# q15_accumulator

### Cell placement, q15_accumulator

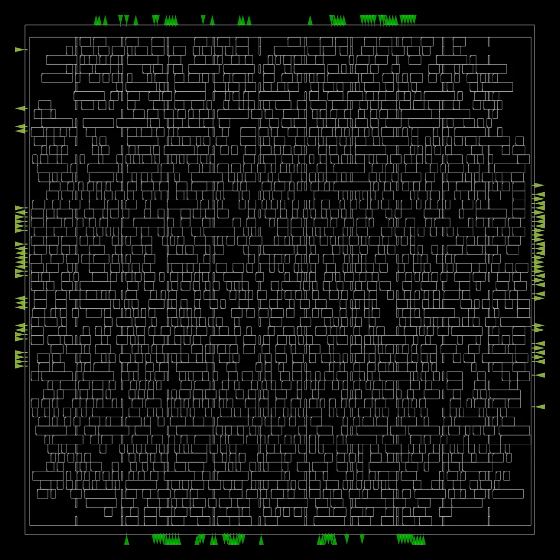

File: src/rtl/q15_accumulator.sv
// Q16.48 product accumulator with +inf/-inf/NaN tracking and group framing.
// in_*: product beats (valid/ready); out_*: group result (valid/ready).
module q15_accumulator #(
  parameter int MAX_TERMS = 8
) (
  input  logic        clk,
  input  logic        rst_n,
  input  logic        in_valid,
  output logic        in_ready,
  input  logic [63:0] in_prod,
  input  logic        in_nan,
  input  logic        in_last,
  output logic        out_valid,
  input  logic        out_ready,
  output logic [63:0] out_sum,
  output logic        out_nan,
  output logic [3:0]  out_count
);

  typedef enum logic {ACCUM, HOLD} state_t;

  localparam logic [63:0] PINF = 64'h7FFF_FFFF_FFFF_FFFF;
  localparam logic [63:0] NINF = 64'hFFFF_FFFF_FFFF_FFFF;
  localparam logic [3:0]  MAXC = 4'(MAX_TERMS);
  localparam logic signed [64:0] HI =
    65'sh0_7FFF_FFFF_FFFF_FFFE;
  localparam logic signed [64:0] LO =
    65'sh1_8000_0000_0000_0000;

  state_t      state, state_nxt;
  logic [63:0] acc, acc_nxt;
  logic        pinf, pinf_nxt;
  logic        ninf, ninf_nxt;
  logic        nan, nan_nxt;
  logic [3:0]  cnt, cnt_nxt;
  logic [3:0]  cnt_inc;
  logic        take;
  logic        is_pinf, is_ninf, is_fin;
  logic signed [64:0] sum;

  assign in_ready  = (state == ACCUM);
  assign out_valid = (state == HOLD);
  assign take      = in_valid & in_ready;
  assign cnt_inc   = cnt + 4'd1;

  assign is_pinf = !in_nan && (in_prod == PINF);
  assign is_ninf = !in_nan && (in_prod == NINF);
  assign is_fin  = !in_nan && !is_pinf && !is_ninf;

  assign sum = $signed({acc[63], acc})
             + $signed({in_prod[63], in_prod});

  always_comb begin
    state_nxt = state;
    acc_nxt   = acc;
    pinf_nxt  = pinf;
    ninf_nxt  = ninf;
    nan_nxt   = nan;
    cnt_nxt   = cnt;
    unique case (state)
      ACCUM: begin
        if (take) begin
          cnt_nxt = cnt_inc;
          unique case (1'b1)
            in_nan:  nan_nxt  = 1'b1;
            is_pinf: pinf_nxt = 1'b1;
            is_ninf: ninf_nxt = 1'b1;
            is_fin: begin
              if (sum > HI)
                pinf_nxt = 1'b1;
              else if (sum < LO)
                ninf_nxt = 1'b1;
              else
                acc_nxt = sum[63:0];
            end
          endcase
          // opposing infinities collapse to NaN
          if (pinf_nxt && ninf_nxt)
            nan_nxt = 1'b1;
          if (in_last || cnt_inc == MAXC)
            state_nxt = HOLD;
        end
      end
      HOLD: begin
        if (out_ready) begin
          state_nxt = ACCUM;
          acc_nxt   = '0;
          pinf_nxt  = 1'b0;
          ninf_nxt  = 1'b0;
          nan_nxt   = 1'b0;
          cnt_nxt   = '0;
        end
      end
      default: state_nxt = ACCUM;
    endcase
  end

  always_ff @(posedge clk or negedge rst_n) begin
    if (!rst_n) begin
      state <= ACCUM;
      acc   <= '0;
      pinf  <= 1'b0;
      ninf  <= 1'b0;
      nan   <= 1'b0;
      cnt   <= '0;
    end else begin
      state <= state_nxt;
      acc   <= acc_nxt;
      pinf  <= pinf_nxt;
      ninf  <= ninf_nxt;
      nan   <= nan_nxt;
      cnt   <= cnt_nxt;
    end
  end

  always_comb begin
    out_nan = nan;
    if (nan)
      out_sum = NINF;
    else if (pinf)
      out_sum = PINF;
    else if (ninf)
      out_sum = NINF;
    else
      out_sum = acc;
  end

  assign out_count = cnt;

endmodule

File: config.mk
export PLATFORM = sky130hd
export DESIGN_NAME = q15_accumulator
export DESIGN_NICKNAME = d
export VERILOG_FILES = /design/src/rtl/q15_accumulator.sv
export SDC_FILE = /design/constraint.sdc
export NUM_CORES = 1
export LEC_CHECK = 0
export CELL_PAD_IN_SITES_DETAIL_PLACEMENT = 1
export CELL_PAD_IN_SITES_GLOBAL_PLACEMENT = 1
export CORE_UTILIZATION = 44
export DETAILED_ROUTE_END_ITERATION = 10
export HOLD_SLACK_MARGIN = 0.08
export PLACE_DENSITY_LB_ADDON = 0.1
export SYNTH_ARGS = -nofsm -noshare
export SYNTH_HDL_FRONTEND = slang
export SYNTH_SLANG_ARGS = --single-unit
File: constraint.sdc
create_clock -name clk -period 8.21 [get_ports clk]
set_input_delay 1.642 -clock clk [delete_from_list [all_inputs] [get_ports clk]]
set_output_delay 1.642 -clock clk [all_outputs]
set_load 0.01 [all_outputs]
# noc_output_port_arbiter_flat

### src/rtl/noc_output_port_arbiter_if.sv
// ============================================================================
// Module : noc_output_port_arbiter_if
// Desc   : Request/grant bundle between input blocks and one output-port arbiter.
// Rev    : 1.0
// ============================================================================
`default_nettype none

interface noc_output_port_arbiter_if #(
   parameter int N_REQ = 5
);
   localparam int IDX_W = $clog2(N_REQ);

   logic [N_REQ-1:0] req;
   logic [N_REQ-1:0] sop;
   logic [N_REQ-1:0] eop;
   logic             out_free;
   logic             flit_fire;
   logic [N_REQ-1:0] grant;
   logic [IDX_W-1:0] grant_idx;
   logic             locked;
   logic             timeout_err;

   modport master (
      output req, sop, eop, out_free, flit_fire,
      input  grant, grant_idx, locked, timeout_err
   );

   modport slave (
      input  req, sop, eop, out_free, flit_fire,
      output grant, grant_idx, locked, timeout_err
   );
endinterface

`default_nettype wire

### src/rtl/noc_output_port_arbiter.sv
// ============================================================================
// Module : noc_output_port_arbiter
// Desc   : Packet-level round-robin switch allocator for one router output port.
//          Optional stall watchdog enabled by macro NOC_ARB_WATCHDOG_EN.
// Rev    : 1.0
// ============================================================================
`default_nettype none

module noc_output_port_arbiter #(
   parameter int N_REQ   = 5,
   parameter int TIMEOUT = 256
) (
   input  logic                      noc_clk,
   input  logic                      noc_rst_n,
   noc_output_port_arbiter_if.slave  arb
);
   localparam int IDX_W = $clog2(N_REQ);

   if (N_REQ < 2 || TIMEOUT < 2) begin : g_param_check
      $error("noc_output_port_arbiter: N_REQ and TIMEOUT must both be >= 2");
   end

   typedef enum logic [0:0] {S_IDLE = 1'b0, S_LOCKED = 1'b1} state_t;

   state_t           state, state_nxt;
   logic [N_REQ-1:0] grant, grant_nxt;
   logic [IDX_W-1:0] grant_idx, grant_idx_nxt;
   logic [IDX_W-1:0] rr_ptr, rr_ptr_nxt;
   logic [N_REQ-1:0] eligible;
   logic [IDX_W-1:0] base, pick_idx, holder_inc;
   logic             pick_vld, release_now, load, wd_expire;
   logic [IDX_W:0]   scan;

   assign eligible    = arb.req & arb.sop;
   assign holder_inc  = (grant_idx == IDX_W'(N_REQ-1)) ? '0 : grant_idx + 1'b1;
   assign release_now = (state == S_LOCKED) &&
                        ((arb.flit_fire && arb.eop[grant_idx]) || wd_expire);
   // On release the holder drops to lowest priority for the same-edge handoff.
   assign base        = release_now ? holder_inc : rr_ptr;

   // Descending scan so the offset closest to base is the last (winning) write.
   always_comb begin
      pick_vld = 1'b0;
      pick_idx = '0;
      scan     = '0;
      for (int k = N_REQ-1; k >= 0; k--) begin
         scan = {1'b0, base} + (IDX_W+1)'(k);
         if (scan >= (IDX_W+1)'(N_REQ))
            scan = scan - (IDX_W+1)'(N_REQ);
         if (eligible[scan[IDX_W-1:0]]) begin
            pick_vld = 1'b1;
            pick_idx = scan[IDX_W-1:0];
         end
      end
   end

   always_comb begin
      state_nxt     = state;
      grant_nxt     = grant;
      grant_idx_nxt = grant_idx;
      rr_ptr_nxt    = rr_ptr;
      load          = 1'b0;
      case (state)
         S_IDLE: begin
            if (arb.out_free && pick_vld) load = 1'b1;
         end
         S_LOCKED: begin
            if (release_now) begin
               rr_ptr_nxt = holder_inc;
               if (arb.out_free && pick_vld) begin
                  load = 1'b1;
               end else begin
                  grant_nxt = '0;
                  state_nxt = S_IDLE;
               end
            end
         end
         default: state_nxt = S_IDLE;
      endcase
      if (load) begin
         grant_nxt     = N_REQ'(1) << pick_idx;
         grant_idx_nxt = pick_idx;
         state_nxt     = S_LOCKED;
      end
   end

   always_ff @(posedge noc_clk or negedge noc_rst_n) begin
      if (!noc_rst_n) begin
         state     <= S_IDLE;
         grant     <= '0;
         grant_idx <= '0;
         rr_ptr    <= '0;
      end else begin
         state     <= state_nxt;
         grant     <= grant_nxt;
         grant_idx <= grant_idx_nxt;
         rr_ptr    <= rr_ptr_nxt;
      end
   end

`ifdef NOC_ARB_WATCHDOG_EN
   localparam int CNT_W = $clog2(TIMEOUT+1);
   logic [CNT_W-1:0] wd_cnt;
   logic             timeout_err;

   // Expire on the edge that would make this the TIMEOUT-th stalled cycle.
   assign wd_expire = (state == S_LOCKED) && !arb.flit_fire &&
                      (wd_cnt == CNT_W'(TIMEOUT-1));

   always_ff @(posedge noc_clk or negedge noc_rst_n) begin
      if (!noc_rst_n) begin
         wd_cnt      <= '0;
         timeout_err <= 1'b0;
      end else begin
         if (state_nxt != S_LOCKED || load || arb.flit_fire)
            wd_cnt <= '0;
         else
            wd_cnt <= wd_cnt + 1'b1;
         if (wd_expire)
            timeout_err <= 1'b1;
      end
   end

   assign arb.timeout_err = timeout_err;
`else
   assign wd_expire       = 1'b0;
   assign arb.timeout_err = 1'b0;
`endif

   assign arb.grant     = grant;
   assign arb.grant_idx = grant_idx;
   assign arb.locked    = (state == S_LOCKED);

endmodule

`default_nettype wire

### src/flat_wrapper.sv
// flat-port wrapper written by rule: the top's interface ports become plain ports
module noc_output_port_arbiter_flat 
#(
   parameter int N_REQ   = 5,
   parameter int TIMEOUT = 256
)
  (noc_clk, noc_rst_n, arb_req, arb_sop, arb_eop, arb_out_free, arb_flit_fire, arb_grant, arb_grant_idx, arb_locked, arb_timeout_err);
  noc_output_port_arbiter_if #(.N_REQ(N_REQ)) arb_i ();
  input  logic noc_clk;
  input  logic noc_rst_n;
  input wire logic [$bits(arb_i.req)-1:0] arb_req;
  input wire logic [$bits(arb_i.sop)-1:0] arb_sop;
  input wire logic [$bits(arb_i.eop)-1:0] arb_eop;
  input wire logic [$bits(arb_i.out_free)-1:0] arb_out_free;
  input wire logic [$bits(arb_i.flit_fire)-1:0] arb_flit_fire;
  output wire logic [$bits(arb_i.grant)-1:0] arb_grant;
  output wire logic [$bits(arb_i.grant_idx)-1:0] arb_grant_idx;
  output wire logic [$bits(arb_i.locked)-1:0] arb_locked;
  output wire logic [$bits(arb_i.timeout_err)-1:0] arb_timeout_err;
  assign arb_i.req = arb_req;
  assign arb_i.sop = arb_sop;
  assign arb_i.eop = arb_eop;
  assign arb_i.out_free = arb_out_free;
  assign arb_i.flit_fire = arb_flit_fire;
  assign arb_grant = arb_i.grant;
  assign arb_grant_idx = arb_i.grant_idx;
  assign arb_locked = arb_i.locked;
  assign arb_timeout_err = arb_i.timeout_err;
  noc_output_port_arbiter #(.N_REQ(N_REQ), .TIMEOUT(TIMEOUT)) u_core (.noc_clk(noc_clk), .noc_rst_n(noc_rst_n), .arb(arb_i));
endmodule
### config.mk
export PLATFORM = sky130hd
export DESIGN_NAME = noc_output_port_arbiter_flat
export DESIGN_NICKNAME = d
export VERILOG_FILES = /design/src/rtl/noc_output_port_arbiter_if.sv /design/src/rtl/noc_output_port_arbiter.sv /design/src/flat_wrapper.sv
export SDC_FILE = /design/constraint.sdc
export NUM_CORES = 1
export LEC_CHECK = 0
export CAP_MARGIN = 20
export CORE_MARGIN = 10
export CORE_UTILIZATION = 40
export CTS_CLUSTER_SIZE = 30
export DETAILED_ROUTE_END_ITERATION = 10
export PLACE_DENSITY = 0.71
export REMOVE_ABC_BUFFERS = 1
export SLEW_MARGIN = 15
export SYNTH_ARGS = -nofsm -noshare
export SYNTH_HDL_FRONTEND = slang
export SYNTH_SLANG_ARGS = --single-unit
export TNS_END_PERCENT = 10
### constraint.sdc
create_clock -name noc_clk -period 5.5 [get_ports noc_clk]
set_clock_uncertainty 0.05 [all_clocks]
set_input_delay 1.65 -clock noc_clk [delete_from_list [all_inputs] [get_ports noc_clk]]
set_output_delay 1.65 -clock noc_clk [all_outputs]
set_load 0.05 [all_outputs]
# enemy_hp_ctrl

File: src/rtl/enemy_hp_ctrl_pkg.sv
// Shared battle definitions: state encoding, default sizing, small helpers.
package enemy_hp_ctrl_pkg;

    localparam int HP_W          = 8;
    localparam int HP_MAX_DEF    = 200;
    localparam int DRAIN_DIV_DEF = 4;

    typedef enum logic [2:0] {
        ST_IDLE   = 3'd0,
        ST_ATTACK = 3'd1,
        ST_DRAIN  = 3'd2,
        ST_CLEAR  = 3'd3,
        ST_DODGE  = 3'd4,
        ST_DEAD   = 3'd5
    } state_t;

    // Increment that sticks at all-ones instead of wrapping.
    function automatic logic [HP_W-1:0] sat_inc(input logic [HP_W-1:0] v);
        return (v == {HP_W{1'b1}}) ? v : v + 1'b1;
    endfunction

endpackage

File: src/rtl/enemy_hp_ctrl_hp_drain_timer.sv
// Drain prescaler: one-cycle tick every DIV clocks while not held in clear.
module hp_drain_timer
    import enemy_hp_ctrl_pkg::*;
#(
    parameter int DIV = DRAIN_DIV_DEF
) (
    input  logic i_clk,
    input  logic i_reset,
    input  logic i_clear,
    output logic o_tick
);

    localparam logic [7:0] TC = 8'(DIV - 1);

    logic [7:0] r_cnt;

    assign o_tick = !i_clear && (r_cnt == TC);

    // Count 0..DIV-1 and wrap; held at zero while cleared so each drain starts aligned.
    always_ff @(posedge i_clk or negedge i_reset) begin
        if (!i_reset) begin
            r_cnt <= 8'd0;
        end else if (i_clear || (r_cnt == TC)) begin
            r_cnt <= 8'd0;
        end else begin
            r_cnt <= r_cnt + 8'd1;
        end
    end

endmodule

File: src/rtl/enemy_hp_ctrl.sv
// Enemy HP turn controller: drains HP one point per prescaler tick, then
// clears the attack stage and hands over to the dodge phase until HP hits zero.
//
//   state  | meaning
//   IDLE   | waiting for go
//   ATTACK | attack stage enabled, waiting for its pass result
//   DRAIN  | removing latched damage one point per tick
//   CLEAR  | one-cycle reset pulse to the attack stage
//   DODGE  | dodge phase running, waiting for dodge_done
//   DEAD   | enemy HP exhausted, terminal until reset
module enemy_hp_ctrl
    import enemy_hp_ctrl_pkg::*;
#(
    parameter int HP_MAX    = HP_MAX_DEF,
    parameter int DRAIN_DIV = DRAIN_DIV_DEF
) (
    input  logic            i_clk,
    input  logic            i_reset,
    input  logic            i_go,
    input  logic            i_atk_pass,
    input  logic [HP_W-1:0] i_atk_damage,
    input  logic            i_dodge_done,
    output logic            o_atk_start,
    output logic            o_atk_clear,
    output logic            o_dodge_start,
    output logic [HP_W-1:0] o_hp,
    output logic [HP_W-1:0] o_turn,
    output logic            o_enemy_dead
);

    state_t          r_state;
    state_t          w_state_next;
    logic [HP_W-1:0] r_hp;
    logic [HP_W-1:0] r_pending;
    logic [HP_W-1:0] r_turn;
    logic            w_tick;

    hp_drain_timer #(
        .DIV (DRAIN_DIV)
    ) u_timer (
        .i_clk   (i_clk),
        .i_reset (i_reset),
        .i_clear (r_state != ST_DRAIN),
        .o_tick  (w_tick)
    );

    // State register.
    always_ff @(posedge i_clk or negedge i_reset) begin
        if (!i_reset) begin
            r_state <= ST_IDLE;
        end else begin
            r_state <= w_state_next;
        end
    end

    // Next-state logic; the lethal check wins over the end-of-damage check on a tick.
    always_comb begin
        w_state_next = r_state;
        case (r_state)
            ST_IDLE: begin
                if (i_go) w_state_next = ST_ATTACK;
            end
            ST_ATTACK: begin
                if (i_atk_pass) begin
                    w_state_next = (i_atk_damage == '0) ? ST_CLEAR : ST_DRAIN;
                end
            end
            ST_DRAIN: begin
                if (w_tick) begin
                    if (r_hp <= 8'd1) begin
                        w_state_next = ST_DEAD;
                    end else if (r_pending <= 8'd1) begin
                        w_state_next = ST_CLEAR;
                    end
                end
            end
            ST_CLEAR: w_state_next = ST_DODGE;
            ST_DODGE: begin
                if (i_dodge_done) w_state_next = ST_ATTACK;
            end
            ST_DEAD:  w_state_next = ST_DEAD;
            default:  w_state_next = ST_IDLE;
        endcase
    end

    // HP, pending damage and turn counters.
    always_ff @(posedge i_clk or negedge i_reset) begin
        if (!i_reset) begin
            r_hp      <= HP_W'(HP_MAX);
            r_pending <= '0;
            r_turn    <= '0;
        end else begin
            if ((r_state == ST_ATTACK) && i_atk_pass) begin
                r_pending <= i_atk_damage;
                r_turn    <= sat_inc(r_turn);
            end
            if ((r_state == ST_DRAIN) && w_tick) begin
                if (r_hp != '0)      r_hp      <= r_hp - 1'b1;
                if (r_pending != '0) r_pending <= r_pending - 1'b1;
            end
        end
    end

    // Moore outputs registered from the next state so they change with the state.
    always_ff @(posedge i_clk or negedge i_reset) begin
        if (!i_reset) begin
            o_atk_start   <= 1'b0;
            o_atk_clear   <= 1'b0;
            o_dodge_start <= 1'b0;
            o_enemy_dead  <= 1'b0;
        end else begin
            o_atk_start   <= (w_state_next == ST_ATTACK);
            o_atk_clear   <= (w_state_next == ST_CLEAR);
            o_dodge_start <= (w_state_next == ST_DODGE);
            o_enemy_dead  <= (w_state_next == ST_DEAD);
        end
    end

    assign o_hp   = r_hp;
    assign o_turn = r_turn;

endmodule

File: config.mk
export PLATFORM = sky130hd
export DESIGN_NAME = enemy_hp_ctrl
export DESIGN_NICKNAME = d
export VERILOG_FILES = /design/src/rtl/enemy_hp_ctrl_pkg.sv /design/src/rtl/enemy_hp_ctrl_hp_drain_timer.sv /design/src/rtl/enemy_hp_ctrl.sv
export SDC_FILE = /design/constraint.sdc
export NUM_CORES = 1
export LEC_CHECK = 0
export CORE_MARGIN = 2
export CORE_UTILIZATION = 40
export CTS_CLUSTER_SIZE = 14
export DETAILED_ROUTE_END_ITERATION = 12
export PLACE_DENSITY = 0.61
export RECOVER_POWER = 50
export SYNTH_ARGS = -nofsm -noshare
export SYNTH_HDL_FRONTEND = slang
export SYNTH_HIERARCHICAL = 1
export SYNTH_SLANG_ARGS = --single-unit
File: constraint.sdc
create_clock -name i_clk -period 2.3 [get_ports i_clk]
set_input_delay 0.575 -clock i_clk [delete_from_list [all_inputs] [get_ports i_clk]]
set_output_delay 0.575 -clock i_clk [all_outputs]
set_load 0.03 [all_outputs]
# otp_shadow_loader

[src/rtl/otp_shadow_loader.sv]
// Boot-time OTP shadow loader: streams NUM_WORDS fuse words into shadow registers
// after reset or reload_req, then acts as a transparent passthrough to the OTP.
module otp_shadow_loader #(
  parameter int          BUS_WIDTH  = 32,
  parameter int          DATA_WIDTH = 32,
  parameter int          NUM_WORDS  = 4,
  parameter int unsigned BASE_ADDR  = 'h10,
  parameter int          RD_LATENCY = 1,
  parameter int          SDD_BIT    = 0
) (
  input  logic                            clk,
  input  logic                            resetn,
  input  logic [BUS_WIDTH-1:0]            m_ram_raddr,
  input  logic                            m_ram_ren,
  output logic [DATA_WIDTH-1:0]           m_ram_rdata,
  input  logic [BUS_WIDTH-1:0]            m_ram_waddr,
  input  logic [DATA_WIDTH-1:0]           m_ram_wdata,
  input  logic [DATA_WIDTH/8-1:0]         m_ram_wen,
  output logic                            m_ram_busy,
  output logic [BUS_WIDTH-1:0]            s_ram_raddr,
  output logic                            s_ram_ren,
  input  logic [DATA_WIDTH-1:0]           s_ram_rdata,
  output logic [BUS_WIDTH-1:0]            s_ram_waddr,
  output logic [DATA_WIDTH-1:0]           s_ram_wdata,
  output logic [DATA_WIDTH/8-1:0]         s_ram_wen,
  input  logic                            reload_req,
  output logic [NUM_WORDS*DATA_WIDTH-1:0] shadow_data,
  output logic                            load_done,
  output logic                            secure_debug_disable
);

  localparam int IW = (NUM_WORDS > 1) ? $clog2(NUM_WORDS) : 1;
  localparam int CW = $clog2(NUM_WORDS + 1);
  localparam int BPW = DATA_WIDTH / 8;
  localparam logic [IW-1:0] LAST_IDX = IW'(NUM_WORDS - 1);
  localparam logic [CW-1:0] LAST_CNT = CW'(NUM_WORDS - 1);

  typedef enum logic [1:0] {LOAD, DRAIN, DONE} state_t;

  state_t               state_reg, state_next;
  logic [IW-1:0]        idx_reg;
  logic [CW-1:0]        count_reg;
  logic                 pipe_valid_reg [RD_LATENCY];
  logic [IW-1:0]        pipe_idx_reg   [RD_LATENCY];
  logic                 sdd_reg;
  logic                 issue;
  logic                 capture;
  logic                 restart;
  logic [IW-1:0]        cap_idx;
  logic [BUS_WIDTH-1:0] load_addr;

  assign capture   = pipe_valid_reg[RD_LATENCY-1];
  assign cap_idx   = pipe_idx_reg[RD_LATENCY-1];
  assign restart   = (state_reg == DONE) && reload_req;
  assign load_addr = BUS_WIDTH'(BASE_ADDR) + BUS_WIDTH'(idx_reg) * BUS_WIDTH'(BPW);

  assign s_ram_waddr          = m_ram_waddr;
  assign s_ram_wdata          = m_ram_wdata;
  assign load_done            = (state_reg == DONE);
  assign secure_debug_disable = sdd_reg;

  always_ff @(posedge clk or negedge resetn) begin
    if (!resetn) begin
      state_reg <= LOAD;
    end else begin
      state_reg <= state_next;
    end
  end

  always_comb begin
    state_next  = state_reg;
    issue       = 1'b0;
    m_ram_busy  = 1'b1;
    m_ram_rdata = '0;
    s_ram_raddr = load_addr;
    s_ram_ren   = 1'b0;
    s_ram_wen   = '0;
    case (state_reg)
      LOAD: begin
        issue     = 1'b1;
        s_ram_ren = 1'b1;
        if (idx_reg == LAST_IDX) begin
          state_next = DRAIN;
        end
      end
      DRAIN: begin
        if (capture && (count_reg == LAST_CNT)) begin
          state_next = DONE;
        end
      end
      DONE: begin
        m_ram_busy  = 1'b0;
        m_ram_rdata = s_ram_rdata;
        s_ram_raddr = m_ram_raddr;
        s_ram_ren   = m_ram_ren;
        s_ram_wen   = m_ram_wen;
        if (reload_req) begin
          state_next = LOAD;
        end
      end
      default: state_next = LOAD;
    endcase
  end

  always_ff @(posedge clk or negedge resetn) begin
    if (!resetn) begin
      idx_reg   <= '0;
      count_reg <= '0;
    end else if (restart) begin
      idx_reg   <= '0;
      count_reg <= '0;
    end else begin
      if (issue) begin
        idx_reg <= idx_reg + 1'b1;
      end
      if (capture) begin
        count_reg <= count_reg + 1'b1;
      end
    end
  end

  // Each issued read carries its word index down a RD_LATENCY-deep pipe so the
  // returning OTP data lands in the right shadow word.
  always_ff @(posedge clk or negedge resetn) begin
    if (!resetn) begin
      for (int i = 0; i < RD_LATENCY; i++) begin
        pipe_valid_reg[i] <= 1'b0;
        pipe_idx_reg[i]   <= '0;
      end
    end else if (restart) begin
      for (int i = 0; i < RD_LATENCY; i++) begin
        pipe_valid_reg[i] <= 1'b0;
        pipe_idx_reg[i]   <= '0;
      end
    end else begin
      pipe_valid_reg[0] <= issue;
      pipe_idx_reg[0]   <= idx_reg;
      for (int i = 1; i < RD_LATENCY; i++) begin
        pipe_valid_reg[i] <= pipe_valid_reg[i-1];
        pipe_idx_reg[i]   <= pipe_idx_reg[i-1];
      end
    end
  end

  // Sticky: a later reload reading 0 must not re-enable debug.
  always_ff @(posedge clk or negedge resetn) begin
    if (!resetn) begin
      sdd_reg <= 1'b0;
    end else if (capture && (cap_idx == '0) && s_ram_rdata[SDD_BIT]) begin
      sdd_reg <= 1'b1;
    end
  end

  genvar gi;
  generate
    for (gi = 0; gi < NUM_WORDS; gi++) begin : g_shadow
      logic [DATA_WIDTH-1:0] word_reg;

      always_ff @(posedge clk or negedge resetn) begin
        if (!resetn) begin
          word_reg <= '0;
        end else if (capture && (cap_idx == IW'(gi))) begin
          word_reg <= s_ram_rdata;
        end
      end

      assign shadow_data[gi*DATA_WIDTH +: DATA_WIDTH] = word_reg;
    end
  endgenerate

endmodule
[config.mk]
export PLATFORM = sky130hd
export DESIGN_NAME = otp_shadow_loader
export DESIGN_NICKNAME = d
export VERILOG_FILES = /design/src/rtl/otp_shadow_loader.sv
export SDC_FILE = /design/constraint.sdc
export NUM_CORES = 1
export LEC_CHECK = 0
export CORE_AREA = 2 2 156 158
export DETAILED_ROUTE_END_ITERATION = 12
export DIE_AREA = 0 0 158 160
export HOLD_SLACK_MARGIN = 0.02
export PLACE_DENSITY = 0.72
export SETUP_SLACK_MARGIN = 0.2
export SLEW_MARGIN = 20
export SYNTH_ARGS = -nofsm -noshare
export SYNTH_HDL_FRONTEND = slang
export SYNTH_SLANG_ARGS = --single-unit
[constraint.sdc]
create_clock -name clk -period 2.5 [get_ports clk]
set_clock_uncertainty 0.2 [all_clocks]
set_input_delay 0.25 -clock clk [delete_from_list [all_inputs] [get_ports clk]]
set_output_delay 0.25 -clock clk [all_outputs]
set_load 0.01 [all_outputs]

## Gallery

Cell placement.
image #1
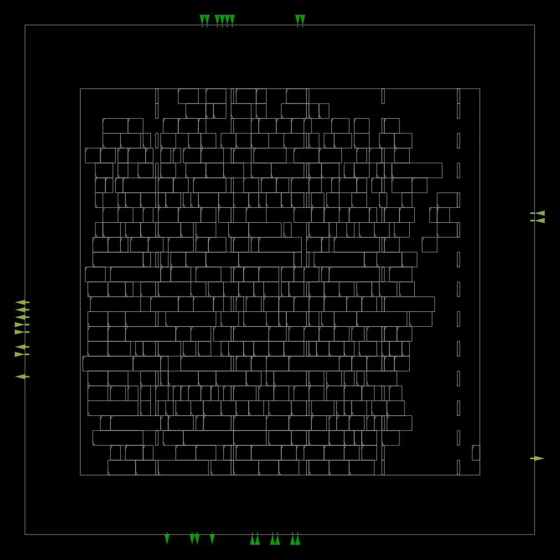
image #2
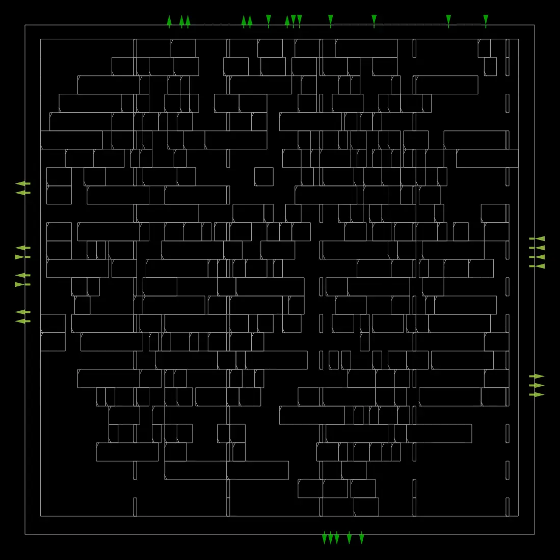
image #3
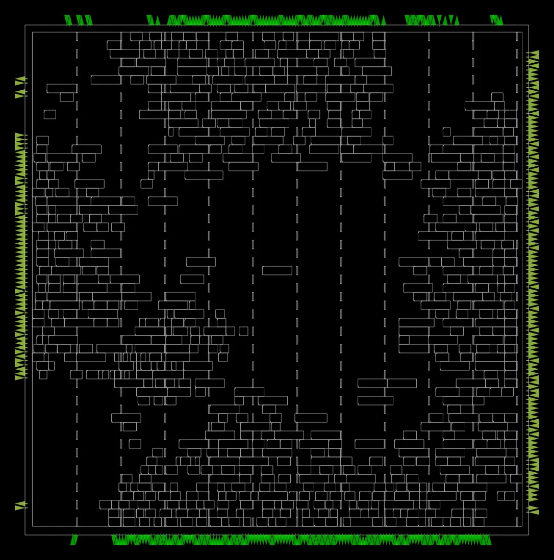
For enemy_hp_ctrl, see image #2.
For noc_output_port_arbiter_flat, see image #1.
For otp_shadow_loader, see image #3.
The one with the fewest sequential cells is image #1.
The one with the highest utilization is image #1.

### Where the registers sit, enemy_hp_ctrl

Scale bar: 20 µm. Other sequential cells in the stronger grey, the rest of the logic in the fainter grey.
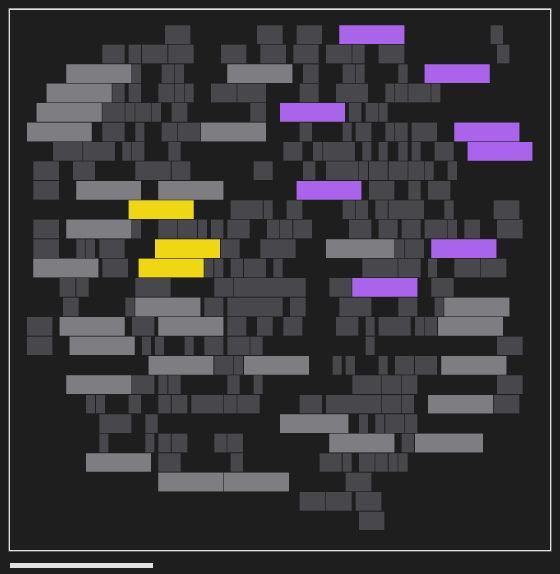
legend:
  purple:
    name_in_the_netlist: r_pending
    placed_flops: 8
  yellow:
    name_in_the_netlist: r_state
    placed_flops: 3
not coloured: 28

==> run summary, enemy_hp_ctrl <==
Comb_multi_in - 154
Post-CTS Setup Inserts - 0
Max Used Layer - met4
Met3 WL - 162 µm
Vias - 1,634
Critical R2R Launch - u_timer/r_cnt[6]$_DFF_PN0_
Layout Skew - 0.00749 ns
Core ar. - 5010 µm²
Unique cell types - 47
WP data arrival - 1.58 ns
Max Cap Viol - 0
Status - finished clean
Die Wd - 75.5 µm
Required time of the critical path - 1.73 ns
IO Count - 33
Signal inverters - 10
I/O Buffers - 32
Tap Cells - 70
H-tree levels - 2
Total wire length - 4.11 mm
M1 GR Usage - 21.6%
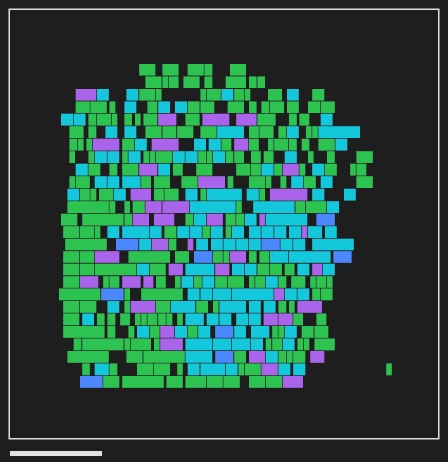
*Drive-strength map, noc_output_port_arbiter_flat*
Scale bar: 20 µm.
legend:
  green:
    size: x1 and smaller
    cells: 229
    share: 58%
    most_used: clkdlybuf4s50_1
  cyan:
    size: x3 and x4
    cells: 117
    share: 30%
    most_used: buf_4
  blue:
    size: x6 and larger
    cells: 9
    share: 2.3%
    most_used: buf_6
  purple:
    size: x2
    cells: 40
    share: 10%
    most_used: nand3_2

==> run summary, noc_output_port_arbiter_flat <==
Worst Hold Slack - 0.447 ns
CTS max path bufs - 2
FF-to-FF End - u_core.arb.grant[2]$_DFFE_PN0P_
Total wire length - 9.04 mm
Minimum clock period - 5.47 ns
Vias in the first global route - 2,833
Reg2Reg Setup Slack - 1.02 ns
Status - finished clean
GRT met3 Usage - 2.96%
DIE AREA - 8700 µm²
Seq cells - 12
Initial antenna violation count - 0
Core ar. - 5170 µm²
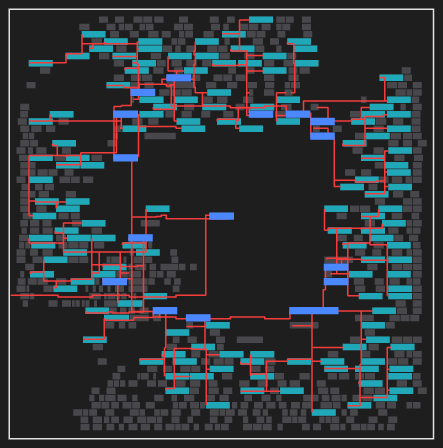
*Clock distribution, otp_shadow_loader*
legend:
  red:
    item: clock wires
    length: 1,990 µm
  blue:
    item: clock-net drivers
    count: 17
  cyan:
    item: flip-flops
    count: 139
routed clock nets: 18

==> run summary, otp_shadow_loader <==
Status - finished clean
Buffering overhead - 30.5%
FF-to-FF End - g_shadow[2].word_reg[23]$_DFFE_PN0P_
Setup TNS - 0 ns
Core ar. - 23,800 µm²
Hold_buf cts - 1
Tap Cells - 324
Worst Hold Slack - 0.176 ns
Peak Freq - 0.452 GHz
Total wire length - 17.2 mm
Synth top area cells - dfrtp_1 (56%), mux2_2 (23%), buf_4 (8.0%)
Post-DRT Antenna Nets - 0
Via/cell ratio - 4.12
Asr flop ratio synth - 100%
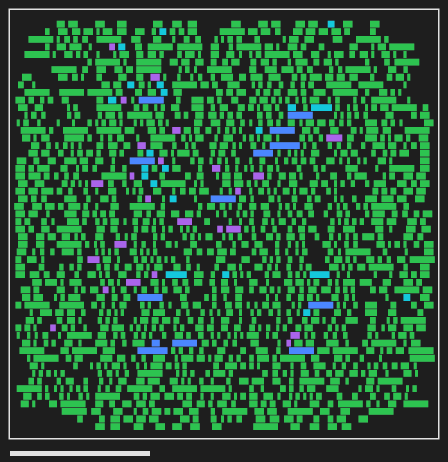
*Drive-strength map, q15_accumulator*
Scale bar: 50 µm.
legend:
  green:
    size: x1 and smaller
    cells: 1,445
    share: 96%
    most_used: nand2_1
  purple:
    size: x2
    cells: 24
    share: 1.6%
  cyan:
    size: x3 and x4
    cells: 21
    share: 1.4%
    most_used: buf_4
  blue:
    size: x6 and larger
    cells: 13
    share: 0.86%
    most_used: clkbuf_16

Notes on 'Cell placement' of q15_accumulator above:
Final Non-Filler Cells: 1,783
Seq/total area: 15.3%

==> run summary, q15_accumulator <==
Status - finished clean
Global-route usage over all layers - 37.4%
Worst Path Class, Setup - primary input to register
Overflow after GRT - 0
Simple-Gate Area Share - 32.1%
Worst hold path class - register to register
Max Cap Viol - 0
Routability cong. - 1.01
Vias in the first global route - 12,500
Wirelength per Cell - 24.9 µm
Top-count cell post-synth - nand2_1
Worst slew pin tran - 1.34 ns
Hold_buf cts - 0
Required time of the critical path - 8.40 ns
Seq cells - 72
WP depth - 15
FP Core Util - 45.4%
Initial antenna violation count - 1
Post-DRT Antenna Nets - 0
Crit path capture - acc[19]$_DFFE_PN0P_
Non-CTS buffers - 155
Comb_multi_in - 1,245
Worst Hold Slack - 0.582 ns
Main synth FF type - dfrtp_1
Synth area leader - dfrtp_1
Placed Cells - 1,767
Via/cell ratio - 6.99
Post-Syn Area - 10,100 µm²
Mapped Cells - 1,445
Complex Gates by Area - 30.8%
Fillcell total - 2,857
Setup TNS - 0 ns
Hold endpoint - out_count[3]$_DFFE_PN0P_
Slew HR - 10.6%
CTS tree - yes
CP startpoint kind - primary input
Largest net degree at the start of global routing - 93
Signal inverters - 15
Pre-CTS WS - 1.29 ns
Syn Area/Cell - 6.97 µm²
Asr flop ratio synth - 100%
Vias - 12,500
Net count, final - 1,634
Core ar. - 22,200 µm²
Die height - 153 µm
Share of the synthesized area in the top cell type - 17.9%
Die Wd - 153 µm
Peak Freq - 0.148 GHz
Global-route layer with the greatest usage - met2
Crit path from - in_prod[10]
Clock buf count - 9
Post-CTS Setup Inserts - 0


==> notes/layouts.md <==
Pictures saved along the way, in no particular order.

Where the registers sit.
Plate I
Scale bar: 50 µm. Other sequential cells in the stronger grey, the rest of the logic in the fainter grey.
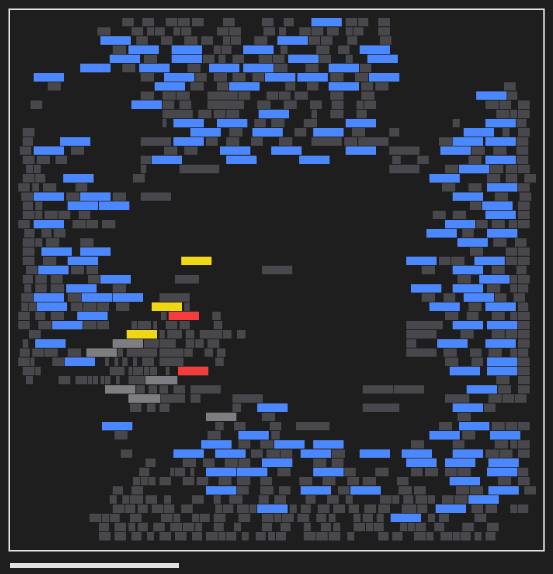
Plate II
Scale bar: 20 µm. Other sequential cells in the stronger grey, the rest of the logic in the fainter grey.
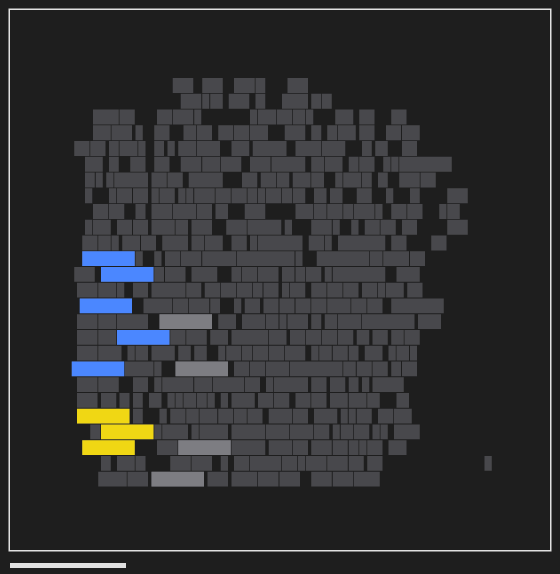
Plate III
Scale bar: 50 µm. Other sequential cells in the stronger grey, the rest of the logic in the fainter grey.
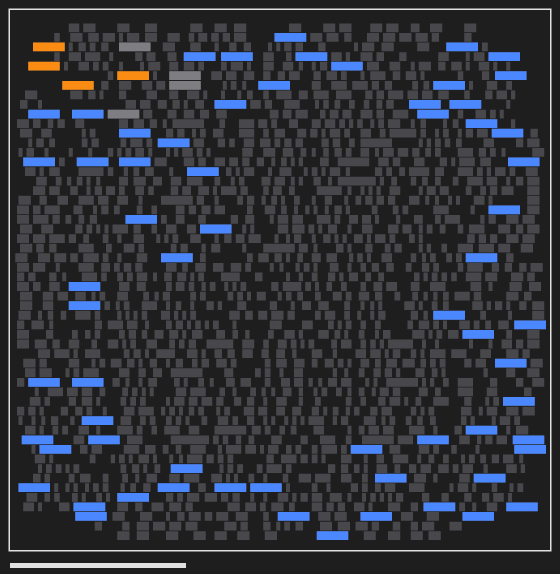
| from | picture |
|---|---|
| q15_accumulator | Plate III |
| noc_output_port_arbiter_flat | Plate II |
| otp_shadow_loader | Plate I |
- most sequential cells: Plate I
- most cells: Plate III

